######## block 1 ########
==> block_1/layers.png <==
(3 px per µm)
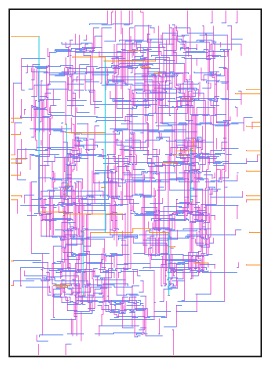

File: config.mk
export PLATFORM = sky130hd
export DESIGN_NAME = f2i
export DESIGN_NICKNAME = d
export VERILOG_FILES = /design/src/rtl/f2i.sv
export SDC_FILE = /design/constraint.sdc
export NUM_CORES = 1
export LEC_CHECK = 0
export CAP_MARGIN = 5
export CORE_ASPECT_RATIO = 1.4
export CORE_MARGIN = 2
export CORE_UTILIZATION = 40
export DETAILED_ROUTE_END_ITERATION = 10
export SLEW_MARGIN = 0
export SYNTH_ARGS = -nofsm -noshare
export SYNTH_HDL_FRONTEND = slang
export SYNTH_SLANG_ARGS = --single-unit
File: constraint.sdc
create_clock -name clk -period 1.8 [get_ports clk]
set_clock_uncertainty 0.15 [all_clocks]
set_input_delay 0.45 -clock clk [delete_from_list [all_inputs] [get_ports clk]]
set_output_delay 0.45 -clock clk [all_outputs]
set_load 0.01 [all_outputs]
File: src/rtl/f2i.sv
// rtl/f2i.sv - bfloat16 to signed Q8.7 converter, one normalising shift per clock
module f2i #(
   parameter int EXP_WIDTH  = 8,
   parameter int MAN_WIDTH  = 7,
   parameter int BIAS       = 127,
   parameter int MAX_RSHIFT = 8
) (
   input  logic                 clk,
   input  logic                 rst,
   input  logic                 valid_f2i_i,
   input  logic                 sgn_i,
   input  logic [EXP_WIDTH-1:0] exp_i,
   input  logic [MAN_WIDTH-1:0] mantissa_i,
   output logic [EXP_WIDTH-1:0] parte_intera,
   output logic [MAN_WIDTH-1:0] parte_frazionaria,
   output logic                 overflow_o,
   output logic                 busy_o,
   output logic                 valid_f2i_o
);

   localparam int W = EXP_WIDTH + MAN_WIDTH;
   localparam logic [EXP_WIDTH-1:0] BIAS_E   = EXP_WIDTH'(BIAS);
   localparam logic [EXP_WIDTH-1:0] EXP_TOP  = EXP_WIDTH'(BIAS + EXP_WIDTH - 1);
   localparam logic [EXP_WIDTH-1:0] EXP_ONES = '1;
   localparam logic [EXP_WIDTH-1:0] RSH_CAP  = EXP_WIDTH'(MAX_RSHIFT);

   typedef enum logic [2:0] {IDLE, CHECK, SHIFT, SIGN, DONE} state_t;

   state_t                 state_q;
   logic                   sgn_q, ovf_q, n128_q, left_q, busy_q, valid_q, ovf_out_q;
   logic [EXP_WIDTH-1:0]   exp_q, k_q, int_q;
   logic [MAN_WIDTH-1:0]   man_q, frac_q;
   logic [W-1:0]           mag_q;

   logic                   ovf_d, n128_d, left_d, zero_d;
   logic [EXP_WIDTH-1:0]   k_d, rdiff;
   logic [W-1:0]           res_d;

   // Operand classification, consumed during CHECK.
   always_comb begin
      ovf_d  = 1'b0;
      n128_d = 1'b0;
      left_d = 1'b0;
      zero_d = 1'b0;
      k_d    = '0;
      rdiff  = BIAS_E - exp_q;
      if (exp_q == '0) begin
         zero_d = 1'b1;
      end else if (exp_q == EXP_ONES || exp_q > EXP_TOP) begin
         ovf_d = 1'b1;
      end else if (exp_q == EXP_TOP) begin
         if (sgn_q && man_q == '0) n128_d = 1'b1;
         else                      ovf_d  = 1'b1;
      end else if (exp_q > BIAS_E) begin
         left_d = 1'b1;
         k_d    = exp_q - BIAS_E;
      end else if (exp_q < BIAS_E) begin
         k_d = (rdiff > RSH_CAP) ? RSH_CAP : rdiff;
      end
      res_d = sgn_q ? (~mag_q + W'(1)) : mag_q;
   end

   always_ff @(posedge clk or negedge rst) begin
      if (!rst) begin
         state_q   <= IDLE;
         sgn_q     <= 1'b0;
         exp_q     <= '0;
         man_q     <= '0;
         mag_q     <= '0;
         k_q       <= '0;
         ovf_q     <= 1'b0;
         n128_q    <= 1'b0;
         left_q    <= 1'b0;
         busy_q    <= 1'b0;
         valid_q   <= 1'b0;
         ovf_out_q <= 1'b0;
         int_q     <= '0;
         frac_q    <= '0;
      end else begin
         case (state_q)
            IDLE: begin
               valid_q <= 1'b0;
               if (valid_f2i_i) begin
                  sgn_q   <= sgn_i;
                  exp_q   <= exp_i;
                  man_q   <= mantissa_i;
                  mag_q   <= {{(EXP_WIDTH-1){1'b0}}, 1'b1, mantissa_i};
                  busy_q  <= 1'b1;
                  state_q <= CHECK;
               end
            end
            CHECK: begin
               ovf_q  <= ovf_d;
               n128_q <= n128_d;
               left_q <= left_d;
               k_q    <= k_d;
               if (zero_d) mag_q <= '0;
               state_q <= (k_d == '0) ? SIGN : SHIFT;
            end
            SHIFT: begin
               mag_q <= left_q ? (mag_q << 1) : (mag_q >> 1);
               k_q   <= k_q - EXP_WIDTH'(1);
               if (k_q == EXP_WIDTH'(1)) state_q <= SIGN;
            end
            SIGN: begin
               if (ovf_q) begin
                  int_q     <= sgn_q ? {1'b1, {(EXP_WIDTH-1){1'b0}}} : {1'b0, {(EXP_WIDTH-1){1'b1}}};
                  frac_q    <= sgn_q ? '0 : '1;
                  ovf_out_q <= 1'b1;
               end else if (n128_q) begin
                  int_q     <= {1'b1, {(EXP_WIDTH-1){1'b0}}};
                  frac_q    <= '0;
                  ovf_out_q <= 1'b0;
               end else begin
                  {int_q, frac_q} <= res_d;
                  ovf_out_q       <= 1'b0;
               end
               valid_q <= 1'b1;
               state_q <= DONE;
            end
            DONE: begin
               valid_q <= 1'b0;
               busy_q  <= 1'b0;
               state_q <= IDLE;
            end
            default: state_q <= IDLE;
         endcase
      end
   end

   assign parte_intera      = int_q;
   assign parte_frazionaria = frac_q;
   assign overflow_o        = ovf_out_q;
   assign busy_o            = busy_q;
   assign valid_f2i_o       = valid_q;

endmodule
######## block 2 ########
==> src/rtl/pll_lock_sequencer.sv <==
// pll_lock_sequencer: brings the MMCM out of reset and supervises it.
// It pulses mmcm_rst, waits (with a timeout) for LOCKED, and requires lock to
// hold through a stabilisation window before it raises pll_ready. It retries
// a bounded number of times before it parks in FAULT, and it re-sequences on
// loss of lock. The block runs only on the free-running refclk.
module pll_lock_sequencer #(
    parameter int RESET_CYCLES        = 16,
    parameter int LOCK_TIMEOUT_CYCLES = 65536,
    parameter int STABLE_CYCLES       = 1024,
    parameter int MAX_RETRIES         = 3,
    parameter int TIMER_WIDTH         = 20
) (
    input  logic       refclk,
    input  logic       rst,
    input  logic       restart,
    input  logic       mmcm_locked,
    output logic       mmcm_rst,
    output logic       pll_ready,
    output logic       fault,
    output logic [3:0] retry_count,
    output logic [7:0] lock_loss_count,
    output logic [2:0] state
);

    typedef enum logic [2:0] {
        S_RESET     = 3'd0,
        S_WAIT_LOCK = 3'd1,
        S_STABILISE = 3'd2,
        S_READY     = 3'd3,
        S_FAULT     = 3'd4
    } state_t;

    // Terminal timer values: each phase ends on the last cycle of its window.
    localparam logic [TIMER_WIDTH-1:0] RST_LAST  = TIMER_WIDTH'(RESET_CYCLES - 1);
    localparam logic [TIMER_WIDTH-1:0] TO_LAST   = TIMER_WIDTH'(LOCK_TIMEOUT_CYCLES - 1);
    localparam logic [TIMER_WIDTH-1:0] STB_LAST  = TIMER_WIDTH'(STABLE_CYCLES - 1);
    localparam logic [TIMER_WIDTH-1:0] TIMER_ONE = TIMER_WIDTH'(1);
    localparam logic [3:0]             MAX_R     = 4'(MAX_RETRIES);

    state_t                 cur;
    state_t                 nxt;
    logic [TIMER_WIDTH-1:0] timer;
    logic [3:0]             retry_nxt;
    logic [7:0]             llc_nxt;
    logic                   sync_meta;
    logic                   locked_s;

    // LOCKED is asynchronous to refclk: two-flop synchroniser before any use.
    always_ff @(posedge refclk or posedge rst) begin
        if (rst) begin
            sync_meta <= 1'b0;
            locked_s  <= 1'b0;
        end else begin
            sync_meta <= mmcm_locked;
            locked_s  <= sync_meta;
        end
    end

    // Next-state and counter updates; restart pre-empts every other transition.
    always_comb begin
        nxt       = cur;
        retry_nxt = retry_count;
        llc_nxt   = lock_loss_count;
        if (restart) begin
            nxt       = S_RESET;
            retry_nxt = 4'd0;
        end else begin
            case (cur)
                S_RESET: begin
                    if (timer == RST_LAST) nxt = S_WAIT_LOCK;
                end
                S_WAIT_LOCK: begin
                    // Lock wins over a timeout that lands on the same cycle.
                    if (locked_s) begin
                        nxt = S_STABILISE;
                    end else if (timer == TO_LAST) begin
                        if (retry_count == MAX_R) begin
                            nxt = S_FAULT;
                        end else begin
                            retry_nxt = retry_count + 4'd1;
                            nxt       = S_RESET;
                        end
                    end
                end
                S_STABILISE: begin
                    // A drop inside the window counts as a failed attempt and
                    // takes precedence over the window expiring.
                    if (!locked_s) begin
                        if (retry_count == MAX_R) begin
                            nxt = S_FAULT;
                        end else begin
                            retry_nxt = retry_count + 4'd1;
                            nxt       = S_RESET;
                        end
                    end else if (timer == STB_LAST) begin
                        nxt       = S_READY;
                        retry_nxt = 4'd0;
                    end
                end
                S_READY: begin
                    if (!locked_s) begin
                        if (lock_loss_count != 8'hFF) llc_nxt = lock_loss_count + 8'd1;
                        retry_nxt = 4'd0;
                        nxt       = S_RESET;
                    end
                end
                S_FAULT: begin
                    nxt = S_FAULT;
                end
                default: begin
                    nxt = S_RESET;
                end
            endcase
        end
    end

    // State, shared timer, counters and output decodes, all registered.
    always_ff @(posedge refclk or posedge rst) begin
        if (rst) begin
            cur             <= S_RESET;
            timer           <= '0;
            retry_count     <= 4'd0;
            lock_loss_count <= 8'd0;
            mmcm_rst        <= 1'b1;
            pll_ready       <= 1'b0;
            fault           <= 1'b0;
        end else begin
            cur             <= nxt;
            // restart clears the timer even in RESET so the full pulse reruns.
            timer           <= (restart || nxt != cur) ? '0 : timer + TIMER_ONE;
            retry_count     <= retry_nxt;
            lock_loss_count <= llc_nxt;
            mmcm_rst        <= (nxt == S_RESET) || (nxt == S_FAULT);
            pll_ready       <= (nxt == S_READY);
            fault           <= (nxt == S_FAULT);
        end
    end

    assign state = cur;

endmodule

==> config.mk <==
export PLATFORM = sky130hd
export DESIGN_NAME = pll_lock_sequencer
export DESIGN_NICKNAME = d
export VERILOG_FILES = /design/src/rtl/pll_lock_sequencer.sv
export SDC_FILE = /design/constraint.sdc
export NUM_CORES = 1
export LEC_CHECK = 0
export CAP_MARGIN = 15
export CORE_ASPECT_RATIO = 1.25
export CORE_MARGIN = 8
export CORE_UTILIZATION = 50
export DETAILED_ROUTE_END_ITERATION = 16
export GPL_TIMING_DRIVEN = 0
export PLACE_DENSITY = 0.75
export REMOVE_ABC_BUFFERS = 1
export SLEW_MARGIN = 15
export SYNTH_ARGS = -nofsm -noshare
export SYNTH_HDL_FRONTEND = slang
export SYNTH_SLANG_ARGS = --single-unit
==> constraint.sdc <==
create_clock -name refclk -period 1.9 [get_ports refclk]
set_input_delay 0.38 -clock refclk [delete_from_list [all_inputs] [get_ports refclk]]
set_output_delay 0.38 -clock refclk [all_outputs]
set_load 0.005 [all_outputs]
######## block 3 ########
`src/rtl/pipeline_run_monitor_if.sv`:
```
// Bundles the run-control, event and status signals of the pipeline run monitor.
// master drives control/event strobes; slave is the monitor itself.
interface pipeline_run_monitor_if #(
  parameter int NUM_EVT = 4,
  parameter int CNT_W   = 32
);
  localparam int SEL_W = (NUM_EVT > 1) ? $clog2(NUM_EVT) : 1;

  logic               enable;
  logic               clear;
  logic               trap_mem;
  logic [NUM_EVT-1:0] evt_in;
  logic [SEL_W-1:0]   sel;
  logic [CNT_W-1:0]   evt_count;
  logic [CNT_W-1:0]   cycle_count;
  logic [1:0]         state_out;
  logic               done;
  logic               timed_out;
  logic               dump_req;

  modport master (
    output enable, clear, trap_mem, evt_in, sel,
    input  evt_count, cycle_count, state_out, done, timed_out, dump_req
  );

  modport slave (
    input  enable, clear, trap_mem, evt_in, sel,
    output evt_count, cycle_count, state_out, done, timed_out, dump_req
  );
endinterface

```
`src/rtl/pipeline_run_monitor.sv`:
```
// End-of-run monitor: counts cycles and per-stage events, waits for the MEM-stage trap,
// drains, then holds DONE with a one-cycle dump request; a watchdog ends runs that never trap.
module pipeline_run_monitor #(
  parameter int NUM_EVT      = 4,
  parameter int CNT_W        = 32,
  parameter int DRAIN_CYCLES = 1,
  parameter int TIMEOUT      = 2000
) (
  input logic                   clock,
  input logic                   reset,
  pipeline_run_monitor_if.slave bus
);
  localparam int DC_W       = (DRAIN_CYCLES > 1) ? $clog2(DRAIN_CYCLES) : 1;
  localparam int DRAIN_LAST = (DRAIN_CYCLES > 0) ? DRAIN_CYCLES - 1 : 0;
  // A limit the saturating cycle counter can never reach would alias after truncation.
  localparam bit WD_EN = (TIMEOUT > 0) && (((64'(TIMEOUT) - 64'd1) >> CNT_W) == 64'd0);
  localparam logic [CNT_W-1:0] WD_LAST = CNT_W'((TIMEOUT > 0) ? TIMEOUT - 1 : 0);

  typedef enum logic [1:0] {
    ST_IDLE  = 2'b00,
    ST_RUN   = 2'b01,
    ST_DRAIN = 2'b10,
    ST_DONE  = 2'b11
  } state_e;

  state_e           state_q, state_d;
  logic [CNT_W-1:0] cycle_q;
  logic [CNT_W-1:0] evt_q [NUM_EVT];
  logic [DC_W-1:0]  drain_q;
  logic             timed_out_q;
  logic             dump_q;
  logic             wd_hit, wd_fire, drain_end, count_en;

  function automatic logic [CNT_W-1:0] sat_inc(input logic [CNT_W-1:0] v);
    return (&v) ? v : v + CNT_W'(1);
  endfunction

  assign wd_hit    = WD_EN && (cycle_q == WD_LAST);
  assign drain_end = (drain_q == DC_W'(DRAIN_LAST));

  // NOTE: sequential state uses non-blocking assignments so every flop samples pre-edge values.
  always_ff @(posedge clock or negedge reset) begin
    if (!reset) state_q <= ST_IDLE;
    else        state_q <= state_d;
  end

  // NOTE: every signal gets a default before the case, so no path can infer a latch.
  always_comb begin
    state_d = state_q;
    wd_fire = 1'b0;
    unique case (state_q)
      ST_IDLE:  if (bus.enable) state_d = ST_RUN;
      ST_RUN: begin
        if (bus.trap_mem) begin
          state_d = (DRAIN_CYCLES == 0) ? ST_DONE : ST_DRAIN;
        end else if (wd_hit) begin
          state_d = ST_DONE;
          wd_fire = 1'b1;
        end
      end
      ST_DRAIN: begin
        if (drain_end) begin
          state_d = ST_DONE;
        end else if (wd_hit) begin
          state_d = ST_DONE;
          wd_fire = 1'b1;
        end
      end
      ST_DONE:  state_d = ST_DONE;
      default:  state_d = ST_IDLE;
    endcase
    if (bus.clear) begin
      state_d = ST_IDLE;
      wd_fire = 1'b0;
    end
  end

  always_comb begin
    count_en      = (state_q == ST_RUN) || (state_q == ST_DRAIN);
    bus.done      = (state_q == ST_DONE);
    bus.state_out = state_q;
  end

  // NOTE: the event counters are a small flop array, not a RAM, and must read zero after reset.
  always_ff @(posedge clock or negedge reset) begin
    if (!reset) begin
      cycle_q     <= '0;
      drain_q     <= '0;
      timed_out_q <= 1'b0;
      dump_q      <= 1'b0;
      for (int i = 0; i < NUM_EVT; i++) evt_q[i] <= '0;
    end else if (bus.clear) begin
      cycle_q     <= '0;
      drain_q     <= '0;
      timed_out_q <= 1'b0;
      dump_q      <= 1'b0;
      for (int i = 0; i < NUM_EVT; i++) evt_q[i] <= '0;
    end else begin
      if (count_en) begin
        cycle_q <= sat_inc(cycle_q);
        for (int i = 0; i < NUM_EVT; i++) begin
          if (bus.evt_in[i]) evt_q[i] <= sat_inc(evt_q[i]);
        end
      end
      if (state_q == ST_RUN)        drain_q <= '0;
      else if (state_q == ST_DRAIN) drain_q <= drain_q + DC_W'(1);
      if (wd_fire) timed_out_q <= 1'b1;
      dump_q <= (state_d == ST_DONE) && (state_q != ST_DONE);
    end
  end

  always_comb begin
    bus.evt_count = '0;
    if (int'(bus.sel) < NUM_EVT) bus.evt_count = evt_q[bus.sel];
  end

  assign bus.cycle_count = cycle_q;
  assign bus.timed_out   = timed_out_q;
  assign bus.dump_req    = dump_q;
endmodule

```
`src/flat_wrapper.sv`:
```
// flat-port wrapper written by rule: the top's interface ports become plain ports
module pipeline_run_monitor_flat 
#(
  parameter int NUM_EVT      = 4,
  parameter int CNT_W        = 32,
  parameter int DRAIN_CYCLES = 1,
  parameter int TIMEOUT      = 2000
)
  (clock, reset, bus_enable, bus_clear, bus_trap_mem, bus_evt_in, bus_sel, bus_evt_count, bus_cycle_count, bus_state_out, bus_done, bus_timed_out, bus_dump_req);
  pipeline_run_monitor_if #(.NUM_EVT(NUM_EVT), .CNT_W(CNT_W)) bus_i ();
  input logic clock;
  input logic reset;
  input wire logic [$bits(bus_i.enable)-1:0] bus_enable;
  input wire logic [$bits(bus_i.clear)-1:0] bus_clear;
  input wire logic [$bits(bus_i.trap_mem)-1:0] bus_trap_mem;
  input wire logic [$bits(bus_i.evt_in)-1:0] bus_evt_in;
  input wire logic [$bits(bus_i.sel)-1:0] bus_sel;
  output wire logic [$bits(bus_i.evt_count)-1:0] bus_evt_count;
  output wire logic [$bits(bus_i.cycle_count)-1:0] bus_cycle_count;
  output wire logic [$bits(bus_i.state_out)-1:0] bus_state_out;
  output wire logic [$bits(bus_i.done)-1:0] bus_done;
  output wire logic [$bits(bus_i.timed_out)-1:0] bus_timed_out;
  output wire logic [$bits(bus_i.dump_req)-1:0] bus_dump_req;
  assign bus_i.enable = bus_enable;
  assign bus_i.clear = bus_clear;
  assign bus_i.trap_mem = bus_trap_mem;
  assign bus_i.evt_in = bus_evt_in;
  assign bus_i.sel = bus_sel;
  assign bus_evt_count = bus_i.evt_count;
  assign bus_cycle_count = bus_i.cycle_count;
  assign bus_state_out = bus_i.state_out;
  assign bus_done = bus_i.done;
  assign bus_timed_out = bus_i.timed_out;
  assign bus_dump_req = bus_i.dump_req;
  pipeline_run_monitor #(.NUM_EVT(NUM_EVT), .CNT_W(CNT_W), .DRAIN_CYCLES(DRAIN_CYCLES), .TIMEOUT(TIMEOUT)) u_core (.clock(clock), .reset(reset), .bus(bus_i));
endmodule
```
`config.mk`:
```
export PLATFORM = sky130hd
export DESIGN_NAME = pipeline_run_monitor_flat
export DESIGN_NICKNAME = d
export VERILOG_FILES = /design/src/rtl/pipeline_run_monitor_if.sv /design/src/rtl/pipeline_run_monitor.sv /design/src/flat_wrapper.sv
export SDC_FILE = /design/constraint.sdc
export NUM_CORES = 1
export LEC_CHECK = 0
export CORE_ASPECT_RATIO = 2
export CORE_MARGIN = 8
export CORE_UTILIZATION = 53
export CTS_CLUSTER_DIAMETER = 40
export CTS_CLUSTER_SIZE = 14
export DETAILED_ROUTE_END_ITERATION = 16
export PLACE_DENSITY_LB_ADDON = 0.05
export SYNTH_ARGS = -nofsm -noshare
export SYNTH_HDL_FRONTEND = slang
export SYNTH_SLANG_ARGS = --single-unit
export TNS_END_PERCENT = 50
```
`constraint.sdc`:
```
create_clock -name clock -period 2.3 [get_ports clock]
set_input_delay 0.46 -clock clock [delete_from_list [all_inputs] [get_ports clock]]
set_output_delay 0.46 -clock clock [all_outputs]
set_load 0.05 [all_outputs]
```
######## block 4 ########
<file path="config.mk">
export PLATFORM = sky130hd
export DESIGN_NAME = raw_unpack_flat
export DESIGN_NICKNAME = d
export VERILOG_FILES = /design/src/rtl/raw_unpack_if.sv /design/src/rtl/raw_unpack.sv /design/src/flat_wrapper.sv
export SDC_FILE = /design/constraint.sdc
export NUM_CORES = 1
export LEC_CHECK = 0
export ABC_AREA = 1
export CAP_MARGIN = 20
export CORE_MARGIN = 4
export CORE_UTILIZATION = 32
export DETAILED_ROUTE_END_ITERATION = 8
export GPL_ROUTABILITY_DRIVEN = 0
export MAX_ROUTING_LAYER = met4
export PLACE_DENSITY_LB_ADDON = 0.3
export SLEW_MARGIN = 20
export SYNTH_ARGS = -nofsm -noshare
export SYNTH_HDL_FRONTEND = slang
export SYNTH_SLANG_ARGS = --single-unit
</file>
<file path="constraint.sdc">
create_clock -name clk -period 7.1 [get_ports clk]
set_input_delay 1.775 -clock clk [delete_from_list [all_inputs] [get_ports clk]]
set_output_delay 1.775 -clock clk [all_outputs]
set_load 0.1 [all_outputs]
</file>
<file path="src/rtl/raw_unpack_if.sv">
// Byte-stream in / pixel-group out bundle for raw_unpack.
// The master side feeds payload bytes and markers; the slave side returns pixels and status.
interface raw_unpack_if #(
    parameter int NUM_LANES = 2,
    parameter int PIX_W     = 12
) ();
    logic [1:0]             cfg_mode;
    logic                   raw_vld;
    logic [8*NUM_LANES-1:0] raw_data;
    logic                   raw_vsync;
    logic                   raw_lend;
    logic                   pixel_vld;
    logic [4*PIX_W-1:0]     pixel_data;
    logic                   pixel_sol;
    logic                   err_partial;
    logic                   err_mode;

    modport master (
        output cfg_mode, raw_vld, raw_data, raw_vsync, raw_lend,
        input  pixel_vld, pixel_data, pixel_sol, err_partial, err_mode
    );

    modport slave (
        input  cfg_mode, raw_vld, raw_data, raw_vsync, raw_lend,
        output pixel_vld, pixel_data, pixel_sol, err_partial, err_mode
    );
endinterface

</file>
<file path="src/rtl/raw_unpack.sv">
// Packed RAW8/RAW10/RAW12 payload bytes to four left-justified pixels per beat.
// Define RAW_UNPACK_RAW12_EN to support RAW12; otherwise mode 2 is treated as reserved.
module raw_unpack #(
    parameter int NUM_LANES = 2,
    parameter int PIX_W     = 12
) (
    input logic         clk,
    input logic         resetn,
    raw_unpack_if.slave bus
);
`ifdef RAW_UNPACK_RAW12_EN
    localparam int BUF_BYTES = 12;
`else
    localparam int BUF_BYTES = 8;
`endif
    localparam int BW = 8 * BUF_BYTES;

    typedef enum logic [1:0] {
        MODE_RAW8  = 2'd0,
        MODE_RAW10 = 2'd1,
        MODE_RAW12 = 2'd2,
        MODE_RSVD  = 2'd3
    } mode_e;

    mode_e              mode_q;
    logic               frame_valid_q;
    logic               sol_pend_q;
    logic               err_mode_q;
    logic [3:0]         fill_q;
    logic [BW-1:0]      buf_q;
    logic               pixel_vld_q;
    logic               pixel_sol_q;
    logic               err_partial_q;
    logic [4*PIX_W-1:0] pixel_data_q;

    logic               accept;
    logic               lend;
    logic               grp_done;
    logic               part_err;
    logic               rsvd_mode;
    logic [3:0]         grp_bytes;
    logic [3:0]         fill_app;
    logic [3:0]         fill_nx;
    logic [BW-1:0]      keep_mask;
    logic [BW-1:0]      buf_app;
    logic [BW-1:0]      buf_nx;
    logic [47:0]        grp_pix;
    logic [4*PIX_W-1:0] pix_nx;

    // Returns {P0,P1,P2,P3} as 12-bit left-justified pixels from the oldest six bytes.
    function automatic logic [47:0] unpack(input mode_e m, input logic [47:0] grp);
        logic [7:0]  b [6];
        logic [11:0] p [4];
        for (int i = 0; i < 6; i++) b[i] = grp[8*i +: 8];
        for (int i = 0; i < 4; i++) p[i] = {b[i], 4'h0};
        case (m)
            MODE_RAW10: for (int i = 0; i < 4; i++) p[i] = {b[i], b[4][2*i +: 2], 2'b00};
`ifdef RAW_UNPACK_RAW12_EN
            MODE_RAW12: begin
                p[0] = {b[0], b[2][3:0]};
                p[1] = {b[1], b[2][7:4]};
                p[2] = {b[3], b[5][3:0]};
                p[3] = {b[4], b[5][7:4]};
            end
`endif
            default: ;
        endcase
        return {p[0], p[1], p[2], p[3]};
    endfunction

    // NOTE: every signal written here gets a default first, so no latch can be inferred.
    always_comb begin
        accept    = frame_valid_q && !err_mode_q && bus.raw_vld && !bus.raw_vsync;
        lend      = bus.raw_lend && !bus.raw_vsync;
        keep_mask = ~({BW{1'b1}} << {fill_q, 3'b000});
        buf_app   = buf_q;
        fill_app  = fill_q;
        if (accept) begin
            buf_app  = (buf_q & keep_mask) | (BW'(bus.raw_data) << {fill_q, 3'b000});
            fill_app = fill_q + 4'(NUM_LANES);
        end

        case (mode_q)
            MODE_RAW10: grp_bytes = 4'd5;
`ifdef RAW_UNPACK_RAW12_EN
            MODE_RAW12: grp_bytes = 4'd6;
`endif
            default:    grp_bytes = 4'd4;
        endcase

        grp_done = accept && (fill_app >= grp_bytes);
        buf_nx   = buf_app;
        fill_nx  = fill_app;
        if (grp_done) begin
            buf_nx  = buf_app >> {grp_bytes, 3'b000};
            fill_nx = fill_app - grp_bytes;
        end
        // Line end is applied after the group extraction, so only true leftovers count.
        part_err = lend && (fill_nx != 4'd0);
        if (lend) fill_nx = 4'd0;

        grp_pix = unpack(mode_q, buf_app[47:0]);
        pix_nx  = '0;
        for (int i = 0; i < 4; i++) pix_nx[i*PIX_W +: PIX_W] = PIX_W'(grp_pix[i*12 +: 12]) << (PIX_W - 12);

`ifdef RAW_UNPACK_RAW12_EN
        rsvd_mode = (bus.cfg_mode == MODE_RSVD);
`else
        rsvd_mode = bus.cfg_mode[1];
`endif
    end

    // NOTE: sequential state uses non-blocking assignments so all registers update from pre-edge values.
    always_ff @(posedge clk) begin
        if (!resetn) begin
            mode_q        <= MODE_RAW8;
            frame_valid_q <= 1'b0;
            sol_pend_q    <= 1'b1;
            err_mode_q    <= 1'b0;
            fill_q        <= 4'd0;
            pixel_vld_q   <= 1'b0;
            pixel_sol_q   <= 1'b0;
            err_partial_q <= 1'b0;
            pixel_data_q  <= '0;
        end else begin
            pixel_vld_q   <= grp_done;
            pixel_sol_q   <= grp_done && sol_pend_q;
            err_partial_q <= part_err;
            if (grp_done) pixel_data_q <= pix_nx;

            if (bus.raw_vsync) begin
                fill_q        <= 4'd0;
                mode_q        <= mode_e'(bus.cfg_mode);
                frame_valid_q <= 1'b1;
                sol_pend_q    <= 1'b1;
                err_mode_q    <= rsvd_mode;
            end else begin
                fill_q <= fill_nx;
                if (lend)          sol_pend_q <= 1'b1;
                else if (grp_done) sol_pend_q <= 1'b0;
            end
        end
    end

    // NOTE: the byte buffer has no reset; fill_q alone decides which bytes are meaningful.
    always_ff @(posedge clk) begin
        buf_q <= buf_nx;
    end

    assign bus.pixel_vld   = pixel_vld_q;
    assign bus.pixel_sol   = pixel_sol_q;
    assign bus.pixel_data  = pixel_data_q;
    assign bus.err_partial = err_partial_q;
    assign bus.err_mode    = err_mode_q;
endmodule

</file>
<file path="src/flat_wrapper.sv">
// flat-port wrapper written by rule: the top's interface ports become plain ports
module raw_unpack_flat 
#(
    parameter int NUM_LANES = 2,
    parameter int PIX_W     = 12
)
  (clk, resetn, bus_cfg_mode, bus_raw_vld, bus_raw_data, bus_raw_vsync, bus_raw_lend, bus_pixel_vld, bus_pixel_data, bus_pixel_sol, bus_err_partial, bus_err_mode);
  raw_unpack_if #(.NUM_LANES(NUM_LANES), .PIX_W(PIX_W)) bus_i ();
  input logic clk;
  input logic resetn;
  input wire logic [$bits(bus_i.cfg_mode)-1:0] bus_cfg_mode;
  input wire logic [$bits(bus_i.raw_vld)-1:0] bus_raw_vld;
  input wire logic [$bits(bus_i.raw_data)-1:0] bus_raw_data;
  input wire logic [$bits(bus_i.raw_vsync)-1:0] bus_raw_vsync;
  input wire logic [$bits(bus_i.raw_lend)-1:0] bus_raw_lend;
  output wire logic [$bits(bus_i.pixel_vld)-1:0] bus_pixel_vld;
  output wire logic [$bits(bus_i.pixel_data)-1:0] bus_pixel_data;
  output wire logic [$bits(bus_i.pixel_sol)-1:0] bus_pixel_sol;
  output wire logic [$bits(bus_i.err_partial)-1:0] bus_err_partial;
  output wire logic [$bits(bus_i.err_mode)-1:0] bus_err_mode;
  assign bus_i.cfg_mode = bus_cfg_mode;
  assign bus_i.raw_vld = bus_raw_vld;
  assign bus_i.raw_data = bus_raw_data;
  assign bus_i.raw_vsync = bus_raw_vsync;
  assign bus_i.raw_lend = bus_raw_lend;
  assign bus_pixel_vld = bus_i.pixel_vld;
  assign bus_pixel_data = bus_i.pixel_data;
  assign bus_pixel_sol = bus_i.pixel_sol;
  assign bus_err_partial = bus_i.err_partial;
  assign bus_err_mode = bus_i.err_mode;
  raw_unpack #(.NUM_LANES(NUM_LANES), .PIX_W(PIX_W)) u_core (.clk(clk), .resetn(resetn), .bus(bus_i));
endmodule
</file>
==> block_4/port_trees.png <==
(3 px per µm)
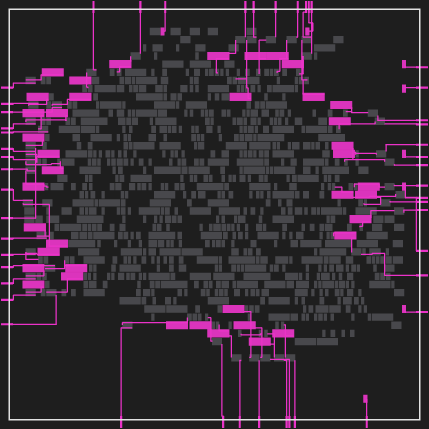
legend:
  `bus_pixel_data`:
    color: magenta
    direction: output
    end_cells: 48
    buffers: 40
    wire: 1200 µm

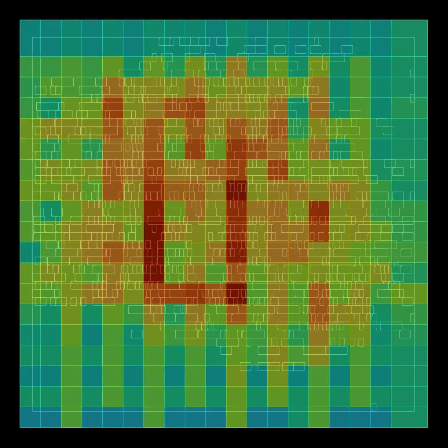
(block_4/congestion_map.png)
fin util: 0.410
highest-utilization routing layer at the global route stage: met2
M2 GR Usage: 0.258

==> impl_results.rst, block 4 <==
Implementation results
======================

.. list-table::
   :header-rows: 1

   * - Metric
     - Value
   * - Status
     - finished, final reports clean
   * - Post-synth design cell area
     - 5270 µm²
   * - Timing endpoint of the critical path
     - u_core.buf_q[7]
   * - Register share after synthesis
     - 0.437
   * - Critical Path AT
     - 4.86 ns
   * - Post-CTS Setup Bufs
     - 0
   * - Detailed-route vias per instance
     - 4.96
   * - Total via count after detailed routing
     - 5001
   * - Fraction of layout instances using a drive strength above 1
     - 0.0820
   * - Total Routed Length
     - 15400 µm
   * - Clock network power share
     - 0.484
   * - Cell row count
     - 46
   * - Tightest Hold Check Type
     - register to register
   * - AND-OR/OR-AND share of the synthesized area
     - 0.201
   * - Detailed-routing iteration count for the pre-antenna-repair pass
     - 5
   * - Ordered list of cells on the worst path
     - clkdlybuf4s50_1 > nor2_4 > nand2_4 > nand2_1 > nand2_1 > inv_1 > ha_1 > inv_1 > a21oi_2 > nand2_2 > nand2_4 > clkinv_2 > buf_12 > o211ai_1 > o21ai_0
   * - Biggest Area Class
     - logic gates
   * - Clock-pin slew of the registers on the worst-case setup and hold paths
     - 0.06 ns
   * - Post-route minimum period
     - 4.58 ns
   * - First-pass GRT wire length
     - 24600 µm
   * - Hold slack final
     - 0.442 ns
   * - Final design area excluding fillers
     - 6560 µm²
[block 4: synthesized netlist by cell type, types with 9 or more instances]
cell type | count | area, µm²
sky130_fd_sc_hd__a21oi_1 | 35 | 175
sky130_fd_sc_hd__a22oi_1 | 9 | 67.6
sky130_fd_sc_hd__a31oi_1 | 12 | 75.1
sky130_fd_sc_hd__buf_2 | 12 | 60.1
sky130_fd_sc_hd__buf_4 | 9 | 67.6
sky130_fd_sc_hd__clkbuf_1 | 18 | 67.6
sky130_fd_sc_hd__dfxtp_1 | 115 | 2300
sky130_fd_sc_hd__inv_1 | 58 | 218
sky130_fd_sc_hd__nand2_1 | 151 | 567
sky130_fd_sc_hd__nand3_1 | 49 | 245
sky130_fd_sc_hd__nor2_1 | 88 | 330
sky130_fd_sc_hd__o211ai_1 | 16 | 120
sky130_fd_sc_hd__o21ai_0 | 92 | 460
sky130_fd_sc_hd__o21ai_1 | 11 | 55.1
[block 4: routing by layer]
| metal | part of all wire | GRT usage |
|---|---|---|
| met2 | 0.44 | 0.258 |
| met4 | 0.015 | 0.0482 |
| met3 | 0.062 | 0.0377 |
| met1 | 0.48 | 0.243 |
| met5 | 0 | - |
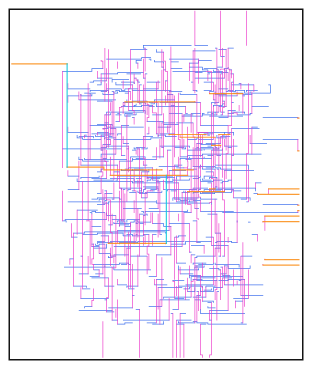
(block_2/layers.png)
(4 px per µm)
legend:
  M2:
    color: magenta
    wire_length: 2140 µm
  M4:
    color: cyan
    wire_length: 42.8 µm
  M1:
    color: blue
    wire_length: 1770 µm
  M3:
    color: orange
    wire_length: 190 µm

==> impl_results.rst, block 2 <==
Implementation results
======================

.. list-table::
   :header-rows: 1

   * - Metric
     - Value
   * - Final Setup Violations
     - 21
   * - Static leakage
     - 1.13 nW
   * - Iteration-0 DRC Markers
     - 101
   * - Largest fanout of any net on the critical path
     - 5
   * - Chip Height
     - 87.2 µm
   * - Final worst setup slack
     - -0.162 ns
   * - Launch point of the critical path
     - timer[17]
   * - Peak per-stage delay on the critical path
     - 0.54 ns
   * - Detailed-routing iteration count for the pre-antenna-repair pass
     - 4
   * - Status
     - complete, but fails checks
   * - Metal-1 WL
     - 1770 µm
   * - Power density over cell area
     - 632 nW/µm²
   * - Cell resize tally after clock tree synthesis
     - 20
   * - Violations in the final reports
     - setup timing
   * - Fraction of synthesis flops using an asynchronous set or reset pin
     - 1.00
   * - Tool warnings
     - 27
   * - CTS H-tree depth
     - 2
   * - Top cell type's share of synthesized area
     - 0.481
   * - Final weighted congestion in routability-driven placement
     - 0.749
   * - Total via count after detailed routing
     - 1611
   * - Commonest flop
     - sky130_fd_sc_hd__dfrtp_1
   * - Fraction of the mapped netlist area in simple logic gates
     - 0.277
   * - Final number of max-transition violations
     - 0
block 2: stage by stage:
stage	cells	power, mW	util	hold slack, ns	instance area (µm²)
floorplan	194	0.956	-	0.331	1990
global placement	271	0.998	0.568	0.342	2270
detailed placement	272	1.01	0.575	0.346	2300
CTS	288	1.68	0.635	0.371	2540
global route	293	1.76	0.662	0.379	2650
finish	293	1.67	0.662	0.362	2650
block 2: per-layer routing:
layer  global-route usage  vias up
met2                0.247       35
met5                    0        -
met1                0.151      779
li1                     -      793
met3               0.0426        4
met4               0.0493        0
block 2: registers in the layout, summed over array words and instances (netlist names):
name and flops:
timer 20, lock_loss_count 8, retry_count 4, state 3, fault 1, locked_s 1, mmcm_rst 1, pll_ready 1
sync_meta 1
block 2: layout make-up:
cell class | instances | area [µm²]
fillers | 306 | 1350
multi-input cells | 150 | 1120
flip-flops and latches | 40 | 1010
repair buffers | 34 | 324
well taps | 56 | 70.1
clock buffers | 5 | 68.8
clock inverters | 3 | 42.5
inverters | 5 | 18.8
block 2: where the power goes:
group	total, mW	internal [mW]	switching, mW
Sequential	0.887	0.867	0.0200
Clock	0.664	0.388	0.276
Combinational	0.123	0.0606	0.0623
Total	1.67	1.32	0.358
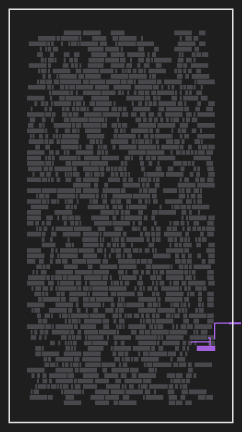
(block_3/port_trees.png)
(2 px per µm)
legend:
  `bus_timed_out`:
    color: purple
    direction: output
    end_cells: 1
    buffers: 1
    wire: 33.4 µm

==> impl_results.rst, block 3 <==
Implementation results
======================

.. list-table::
   :header-rows: 1

   * - Metric
     - Value
   * - Status
     - finished, final reports clean
   * - Tool warnings
     - 32
   * - Depth of the worst register-to-register path
     - 7
   * - Top post-synthesis cells by area
     - sky130_fd_sc_hd__dfrtp_1 (43%), sky130_fd_sc_hd__mux4_2 (7.3%), sky130_fd_sc_hd__xor2_1 (6.9%)
   * - Largest register by flop count
     - u_core.evt_q
   * - Logic depth of the worst setup path including buffers
     - 1
   * - Most frequent cells in the layout
     - sky130_fd_sc_hd__nor2_1 (167), sky130_fd_sc_hd__dfrtp_1 (163), sky130_fd_sc_hd__buf_4 (93), sky130_fd_sc_hd__xor2_1 (75), sky130_fd_sc_hd__nand3_1 (67)
   * - Startpoint of the worst register-to-register path
     - u_core.bus.state_out[0]
   * - Post-CTS Setup Bufs
     - 0
   * - Kind of end point of the critical path
     - output port
   * - Fin util
     - 0.690
   * - Final worst setup slack
     - 0.0272 ns
   * - Post-synthesis cell count from yosys
     - 975
   * - Area share of fa/ha/maj cells after synthesis
     - 0.0131
   * - Final weighted congestion in routability-driven placement
     - 0.906
   * - Clock buffer depth
     - 2
   * - Filler-free cell count of the finished design
     - 1357
   * - Cell at the root of the clock tree
     - sky130_fd_sc_hd__clkbuf_16
   * - Number of nets in the final layout
     - 1152
   * - Chip Footprint
     - 22800 µm²
block 3: per-stage QoR:
stage	TNS [ns]	hold WS (ns)	total power, mW
after floorplan	-0.738	0.164	3.96
after global placement	-0.0374	0.472	4.53
after detailed placement	-0.208	0.482	4.55
after CTS	0	0.0254	7.45
after global routing	-0.0209	0.0435	7.67
final	0	0.00338	7.39
block 3: cell type report:
| cell class | instances | area (µm²) | area share |
|---|---|---|---|
| clock buffers | 18 | 439 | 0.0359 |
| multi-input cells | 753 | 5240 | 0.429 |
| inverters | 16 | 60.1 | 0.00491 |
| flip-flops and latches | 165 | 4130 | 0.338 |
| repair buffers | 178 | 1940 | 0.158 |
| well taps | 213 | 267 | 0.0218 |
| clock inverters | 14 | 150 | 0.0123 |
block 3: power breakdown:
group / internal [mW] / switching, mW
registers: 2.98 / 0.0746
logic: 0.566 / 0.869
clock network: 1.64 / 1.26
total: 5.19 / 2.20
block 3: per-layer routing:
layer,vias to the layer above,track usage,part of all wire
met5,-,0,0
met4,0,0.134,0.044
met3,70,0.0416,0.031
met2,195,0.463,0.56
met1,4080,0.250,0.36
li1,3825,-,-
block 3: what timing repair did:
action,CTS,global route
gates resized,1,6
endpoints found under the setup margin,1,16
pin swaps,0,0
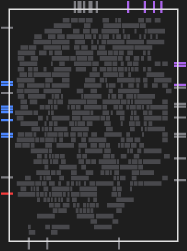
(block_1/pinout.png)
(2 px per µm) Pins as bars across the die edge, other pins in gray.
legend:
  `exp_i`:
    color: blue
    pins: 8
    direction: input
    edge: left
  `parte_frazionaria`:
    color: purple
    pins: 7
    direction: output
    edge: 4 top, 3 right
  `valid_f2i_o`:
    color: red
    pins: 1
    direction: output
    edge: left
all pins by edge: 12 left, 11 top, 11 right, 3 bottom

## Picture notes: block_1/layers.png
legend:
  M1:
    color: blue
    wire_length: 3810 µm
  M2:
    color: magenta
    wire_length: 4670 µm
  M4:
    color: cyan
    wire_length: 200 µm
  M3:
    color: orange
    wire_length: 234 µm

==> impl_results.rst, block 1 <==
Implementation results
======================

.. list-table::
   :header-rows: 1

   * - Metric
     - Value
   * - Status
     - complete, but fails checks
   * - Violations in the final reports
     - setup timing
   * - Number of nets in the final layout
     - 454
   * - Floorplan core area
     - 8610 µm²
   * - Top cell type's share of synthesized area
     - 0.446
   * - M2 GR Usage
     - 0.341
   * - First-pass GRT wire length
     - 15000 µm
   * - Post-synthesis cell count from yosys
     - 351
   * - DRC violation count after routing
     - 0
   * - Largest fanout of any net on the critical path
     - 8
   * - Starting density of the core
     - 0.411
   * - Final Setup Violations
     - 6
   * - Met2 routed wirelength
     - 4670 µm
   * - Tool warnings
     - 31
   * - Final worst setup slack
     - -0.0214 ns
   * - Sink count of the clock tree
     - 63
   * - Post-route minimum period
     - 1.82 ns
   * - Dominant delay contributor by cell family on the critical path
     - simple AND/OR/NAND/NOR gates
   * - Total via count after detailed routing
     - 3024
   * - Inverter count
     - 16
==> block 1: path summary, 6_finish.rpt <==
kind | startpoint | end | slack [ns] | depth (start not counted)
setup reg to reg | exp_q[3] | mag_q[5] | -0.02 | 5
hold reg to reg | overflow_o | overflow_o | 0.32 | 2
max in group asynchronous | rst | parte_frazionaria[6] | 0.69 | 3
min in group asynchronous | rst | exp_q[2] | 0.34 | 2
setup / recovery | exp_q[3] | mag_q[5] | -0.02 | 5
hold / removal | overflow_o | overflow_o | 0.32 | 2
==> block 1: sequential cells by signal (all words and copies together) (netlist names) <==
signal             flops
n128_q                 1
sgn_q                  1
valid_f2i_o            1
man_q                  7
k_q                    8
parte_intera           8
state_q                3
busy_o                 1
ovf_q                  1
overflow_o             1
left_q                 1
parte_frazionaria      7
exp_q                  8
mag_q                 15
==> block 1: where the power goes <==
part | internal (mW) | leakage, nW | switching, mW | total [mW]
Combinational | 2.30 | 1.08 | 2.20 | 4.50
Sequential | 2.02 | 0.766 | 0.596 | 2.61
Clock | 1.21 | 0.152 | 0.648 | 1.86

######## block 5 ########
==> config.mk <==
export PLATFORM = sky130hd
export DESIGN_NAME = wb_queue
export DESIGN_NICKNAME = d
export VERILOG_FILES = /design/src/rtl/wb_queue_pkg.sv /design/src/rtl/wb_queue_ram.sv /design/src/rtl/wb_queue.sv
export SDC_FILE = /design/constraint.sdc
export NUM_CORES = 1
export LEC_CHECK = 0
export ABC_AREA = 0
export ABC_CLOCK_PERIOD_IN_PS = 12380
export CAP_MARGIN = 20
export CORE_UTILIZATION = 30
export DETAILED_ROUTE_END_ITERATION = 8
export SLEW_MARGIN = 20
export SYNTH_ARGS = -nofsm -noshare
export SYNTH_HDL_FRONTEND = slang
export SYNTH_SLANG_ARGS = --single-unit
==> constraint.sdc <==
create_clock -name clk -period 12.38 [get_ports clk]
set_clock_uncertainty 0.2 [all_clocks]
set_input_delay 1.238 -clock clk [delete_from_list [all_inputs] [get_ports clk]]
set_output_delay 1.238 -clock clk [all_outputs]
set_load 0.01 [all_outputs]
==> src/rtl/wb_queue_pkg.sv <==
`default_nettype none
// ---------------------------------------------------------------------
// wb_queue_pkg : core defines for the writeback queue. Rev 1.0
// ---------------------------------------------------------------------
package wb_queue_pkg;

    localparam int WB_NUM_W  = 5;
    localparam int WB_DATA_W = 32;

    typedef struct packed {
        logic [WB_NUM_W-1:0]  num;
        logic [WB_DATA_W-1:0] data;
    } wb_entry_t;

endpackage : wb_queue_pkg
`default_nettype wire

==> src/rtl/wb_queue_ram.sv <==
`default_nettype none
// ---------------------------------------------------------------------
// wb_queue_ram : DEPTH x W entry store, 2 write ports, 2 async reads. Rev 1.0
// ---------------------------------------------------------------------
module wb_queue_ram
    import wb_queue_pkg::*;
#(
    parameter int DEPTH = 8,
    parameter int W     = WB_NUM_W + WB_DATA_W
) (
    input  logic                     clk,
    input  logic                     we0_i,
    input  logic [$clog2(DEPTH)-1:0] waddr0_i,
    input  logic [W-1:0]             wdata0_i,
    input  logic                     we1_i,
    input  logic [$clog2(DEPTH)-1:0] waddr1_i,
    input  logic [W-1:0]             wdata1_i,
    input  logic [$clog2(DEPTH)-1:0] raddr0_i,
    output logic [W-1:0]             rdata0_o,
    input  logic [$clog2(DEPTH)-1:0] raddr1_i,
    output logic [W-1:0]             rdata1_o
);

    logic [W-1:0] mem_q [DEPTH];

    // Write addresses are always tail and tail+1, so they never collide.
    always_ff @(posedge clk) begin
        if (we0_i) mem_q[waddr0_i] <= wdata0_i;
        if (we1_i) mem_q[waddr1_i] <= wdata1_i;
    end

    assign rdata0_o = mem_q[raddr0_i];
    assign rdata1_o = mem_q[raddr1_i];

endmodule : wb_queue_ram
`default_nettype wire

==> src/rtl/wb_queue.sv <==
`default_nettype none
// ---------------------------------------------------------------------
// wb_queue : dual-issue writeback queue feeding two register-file ports. Rev 1.0
// ---------------------------------------------------------------------
module wb_queue
    import wb_queue_pkg::*;
#(
    parameter int DEPTH  = 8,
    parameter int DATA_W = WB_DATA_W,
    parameter int NUM_W  = WB_NUM_W
) (
    input  logic                       clk,
    input  logic                       rst,
    input  logic                       in0_valid,
    input  logic [NUM_W-1:0]           in0_num,
    input  logic [DATA_W-1:0]          in0_data,
    input  logic                       in1_valid,
    input  logic [NUM_W-1:0]           in1_num,
    input  logic [DATA_W-1:0]          in1_data,
    output logic                       in_ready,
    input  logic                       drain_en,
    input  logic                       flush,
    output logic                       pba_we,
    output logic [NUM_W-1:0]           pba_num,
    output logic [DATA_W-1:0]          pba_data,
    output logic                       wb_we,
    output logic [NUM_W-1:0]           wb_num,
    output logic [DATA_W-1:0]          wb_data,
    output logic [$clog2(DEPTH):0]     count,
    output logic                       ovf_err
);

    localparam int PTR_W = $clog2(DEPTH);
    localparam int CNT_W = PTR_W + 1;
    localparam int ENT_W = NUM_W + DATA_W;

    logic [PTR_W-1:0]  head_q, head_d, tail_q, tail_d;
    logic [CNT_W-1:0]  count_q, count_d;
    logic              pba_we_q, wb_we_q, ovf_err_q, ovf_err_d;
    logic [NUM_W-1:0]  pba_num_q, wb_num_q;
    logic [DATA_W-1:0] pba_data_q, wb_data_q;

    logic              qual0, qual1, accept;
    logic [1:0]        enq_n, deq_n;
    logic              ram_we0, ram_we1;
    logic [ENT_W-1:0]  ram_wdata0, ram_wdata1, ram_rdata0, ram_rdata1;

    // Ready depends on registered occupancy only.
    assign in_ready = (count_q <= CNT_W'(DEPTH - 2));

    always_comb begin
        qual0     = in0_valid && (in0_num != '0);
        qual1     = in1_valid && (in1_num != '0);
        accept    = in_ready && !flush;
        enq_n     = accept ? ({1'b0, qual0} + {1'b0, qual1}) : 2'd0;
        deq_n     = 2'd0;
        if (drain_en && !flush)
            deq_n = (count_q > CNT_W'(1)) ? 2'd2 : count_q[1:0];
        ovf_err_d = ovf_err_q || (!in_ready && (in0_valid || in1_valid));
        if (flush) begin
            count_d = '0;
            head_d  = '0;
            tail_d  = '0;
        end else begin
            count_d = count_q + CNT_W'(enq_n) - CNT_W'(deq_n);
            head_d  = head_q + PTR_W'(deq_n);
            tail_d  = tail_q + PTR_W'(enq_n);
        end
    end

    // A lone in1 compacts into the tail slot.
    assign ram_we0    = (enq_n != 2'd0);
    assign ram_we1    = (enq_n == 2'd2);
    assign ram_wdata0 = qual0 ? {in0_num, in0_data} : {in1_num, in1_data};
    assign ram_wdata1 = {in1_num, in1_data};

    wb_queue_ram #(
        .DEPTH (DEPTH),
        .W     (ENT_W)
    ) u_ram (
        .clk      (clk),
        .we0_i    (ram_we0),
        .waddr0_i (tail_q),
        .wdata0_i (ram_wdata0),
        .we1_i    (ram_we1),
        .waddr1_i (tail_q + PTR_W'(1)),
        .wdata1_i (ram_wdata1),
        .raddr0_i (head_q),
        .rdata0_o (ram_rdata0),
        .raddr1_i (head_q + PTR_W'(1)),
        .rdata1_o (ram_rdata1)
    );

    always_ff @(posedge clk or posedge rst) begin
        if (rst) begin
            head_q     <= '0;
            tail_q     <= '0;
            count_q    <= '0;
            ovf_err_q  <= 1'b0;
            pba_we_q   <= 1'b0;
            wb_we_q    <= 1'b0;
            pba_num_q  <= '0;
            pba_data_q <= '0;
            wb_num_q   <= '0;
            wb_data_q  <= '0;
        end else begin
            head_q    <= head_d;
            tail_q    <= tail_d;
            count_q   <= count_d;
            ovf_err_q <= ovf_err_d;
            pba_we_q  <= (deq_n != 2'd0);
            wb_we_q   <= (deq_n == 2'd2);
            if (deq_n != 2'd0) begin
                pba_num_q  <= ram_rdata0[ENT_W-1 -: NUM_W];
                pba_data_q <= ram_rdata0[DATA_W-1:0];
            end
            if (deq_n == 2'd2) begin
                wb_num_q  <= ram_rdata1[ENT_W-1 -: NUM_W];
                wb_data_q <= ram_rdata1[DATA_W-1:0];
            end
        end
    end

    assign pba_we   = pba_we_q;
    assign pba_num  = pba_num_q;
    assign pba_data = pba_data_q;
    assign wb_we    = wb_we_q;
    assign wb_num   = wb_num_q;
    assign wb_data  = wb_data_q;
    assign count    = count_q;
    assign ovf_err  = ovf_err_q;

endmodule : wb_queue
`default_nettype wire
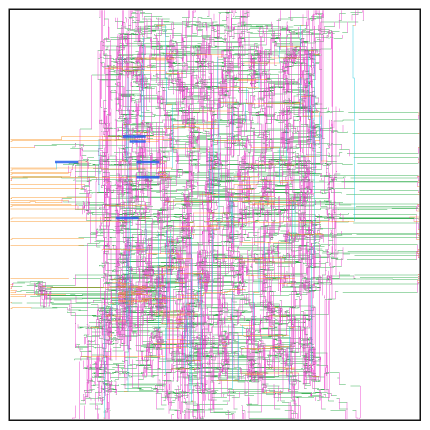
(block_5/layers.png)
(1.5 px per µm)
legend:
  M3:
    color: orange
    wire_length: 3740 µm
  M1:
    color: green
    wire_length: 28.3 mm
  M4:
    color: cyan
    wire_length: 2460 µm
  M5:
    color: blue
    wire_length: 78.2 µm
  M2:
    color: magenta
    wire_length: 31.5 mm

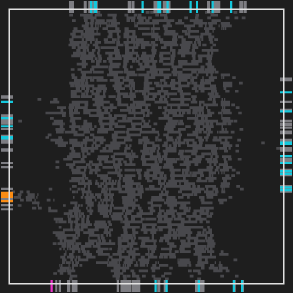
(block_5/pinout.png)
(1 px per µm) Pins as bars across the die edge, other pins in gray.
legend:
  `wb_data`:
    color: cyan
    pins: 32
    direction: output
    edge: 12 top, 10 right, 5 left, 5 bottom
  `flush`:
    color: magenta
    pins: 1
    direction: input
    edge: bottom
  `in0_num`:
    color: orange
    pins: 5
    direction: input
    edge: left
all pins by edge: 49 top, 47 bottom, 34 right, 32 left

==> impl_results.rst <==
Implementation results
======================

.. list-table::
   :header-rows: 1

   * - Metric
     - Value
   * - Status
     - finished, final reports clean
   * - Flip-flop count of the largest register after layout
     - 296
   * - Starting density of the core
     - 0.303
   * - Largest fanout of any net on the critical path
     - 24
   * - Yosys warning total
     - 0
   * - CP required
     - 12.40 ns
   * - Final number of max-transition violations
     - 0
   * - Post-synth net total
     - 1796
   * - Overall routing resource usage
     - 0.174
   * - Distinct lib cells
     - 50
   * - Number of synthesized register bits
     - 383
   * - Chip Height
     - 273 µm
   * - Total cell area reported by yosys after synthesis
     - 22000 µm²
   * - Slowest cell on the critical path
     - sky130_fd_sc_hd__nor2_1
   * - M2 GR Usage
     - 0.291
   * - Place WS
     - 6.20 ns
   * - Most frequent cells in the layout
     - sky130_fd_sc_hd__edfxtp_1 (296), sky130_fd_sc_hd__mux2_2 (223), sky130_fd_sc_hd__mux2i_1 (222), sky130_fd_sc_hd__clkdlybuf4s50_1 (161), sky130_fd_sc_hd__dfrtp_1 (86)
   * - Power density over cell area
     - 162 nW/µm²
   * - Detailed-routing iteration count for the pre-antenna-repair pass
     - 5
   * - Final design area excluding fillers
     - 25800 µm²
   * - Sink count of the clock tree
     - 383
   * - Combinational Area
     - 10300 µm²
## cells by family (layout without fill, tap and decap cells)
group | after synthesis | in the layout | synth area share
multiplexers | 523 | 523 | 0.268
flip-flops | 383 | 383 | 0.502
AND/OR/NAND/NOR | 360 | 360 | 0.0905
AND-OR/OR-AND | 249 | 249 | 0.0873
buffers and inverters | 162 | 291 | 0.0379
adder cells (fa/ha/maj) | 16 | 16 | 0.0104
XOR/XNOR | 7 | 7 | 0.00363
other | 0 | 5 | 0
## where the power goes
group	leakage [nW]	internal, mW	switching, mW	total (mW)
combinational	4.53	0.619	0.695	1.31
sequential	3.75	1.57	0.0998	1.67
clock	0.635	0.687	0.508	1.20
total	8.92	2.88	1.30	4.18
## layout make-up
type                            instances  share of cell area
Timing Repair Buffer                  196              0.0734
Clock buffer                           59              0.0459
Sequential cell                       383               0.429
Antenna cell                            5            0.000485
Tap cell                              959              0.0465
Clock inverter                         15             0.00431
Inverter                               21             0.00315
Multi-Input combinational cell       1155               0.397


==> layout pictures side by side <==
Sequential cells colored by netlist name.
Plate I
(2 px per µm) Other sequential cells in the stronger gray, the rest of the logic in the fainter gray.
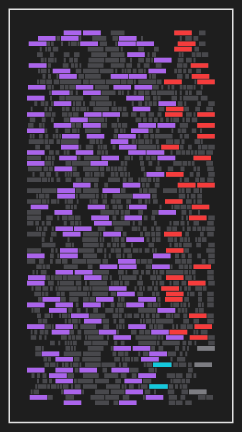
Plate II
(2 px per µm) Other sequential cells in the stronger gray, the rest of the logic in the fainter gray.
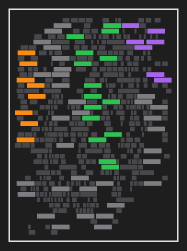
Plate III
(1 px per µm) Other sequential cells in the stronger gray, the rest of the logic in the fainter gray.
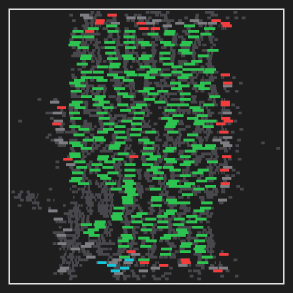
Plate IV
(3 px per µm) Other sequential cells in the stronger gray, the rest of the logic in the fainter gray.
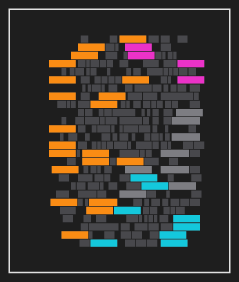
Plate V
(2 px per µm) Other sequential cells in the stronger gray, the rest of the logic in the fainter gray.
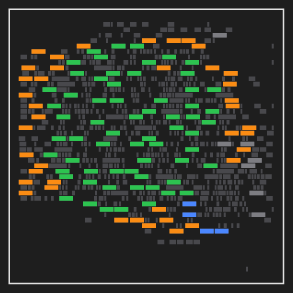
Block 4 is Plate V.
Block 3 is Plate I.
Block 2 is Plate IV.
Block 5 is Plate III.
Block 1 is Plate II.

Key to Plate II:
legend:
  `mag_q`:
    color: green
    sequential_cells: 15
  `exp_q`:
    color: orange
    sequential_cells: 8
  `parte_frazionaria`:
    color: purple
    sequential_cells: 7
    where: upper right
not colored: 33

Power figures rest on the tool's default switching activity, not on a simulated workload.
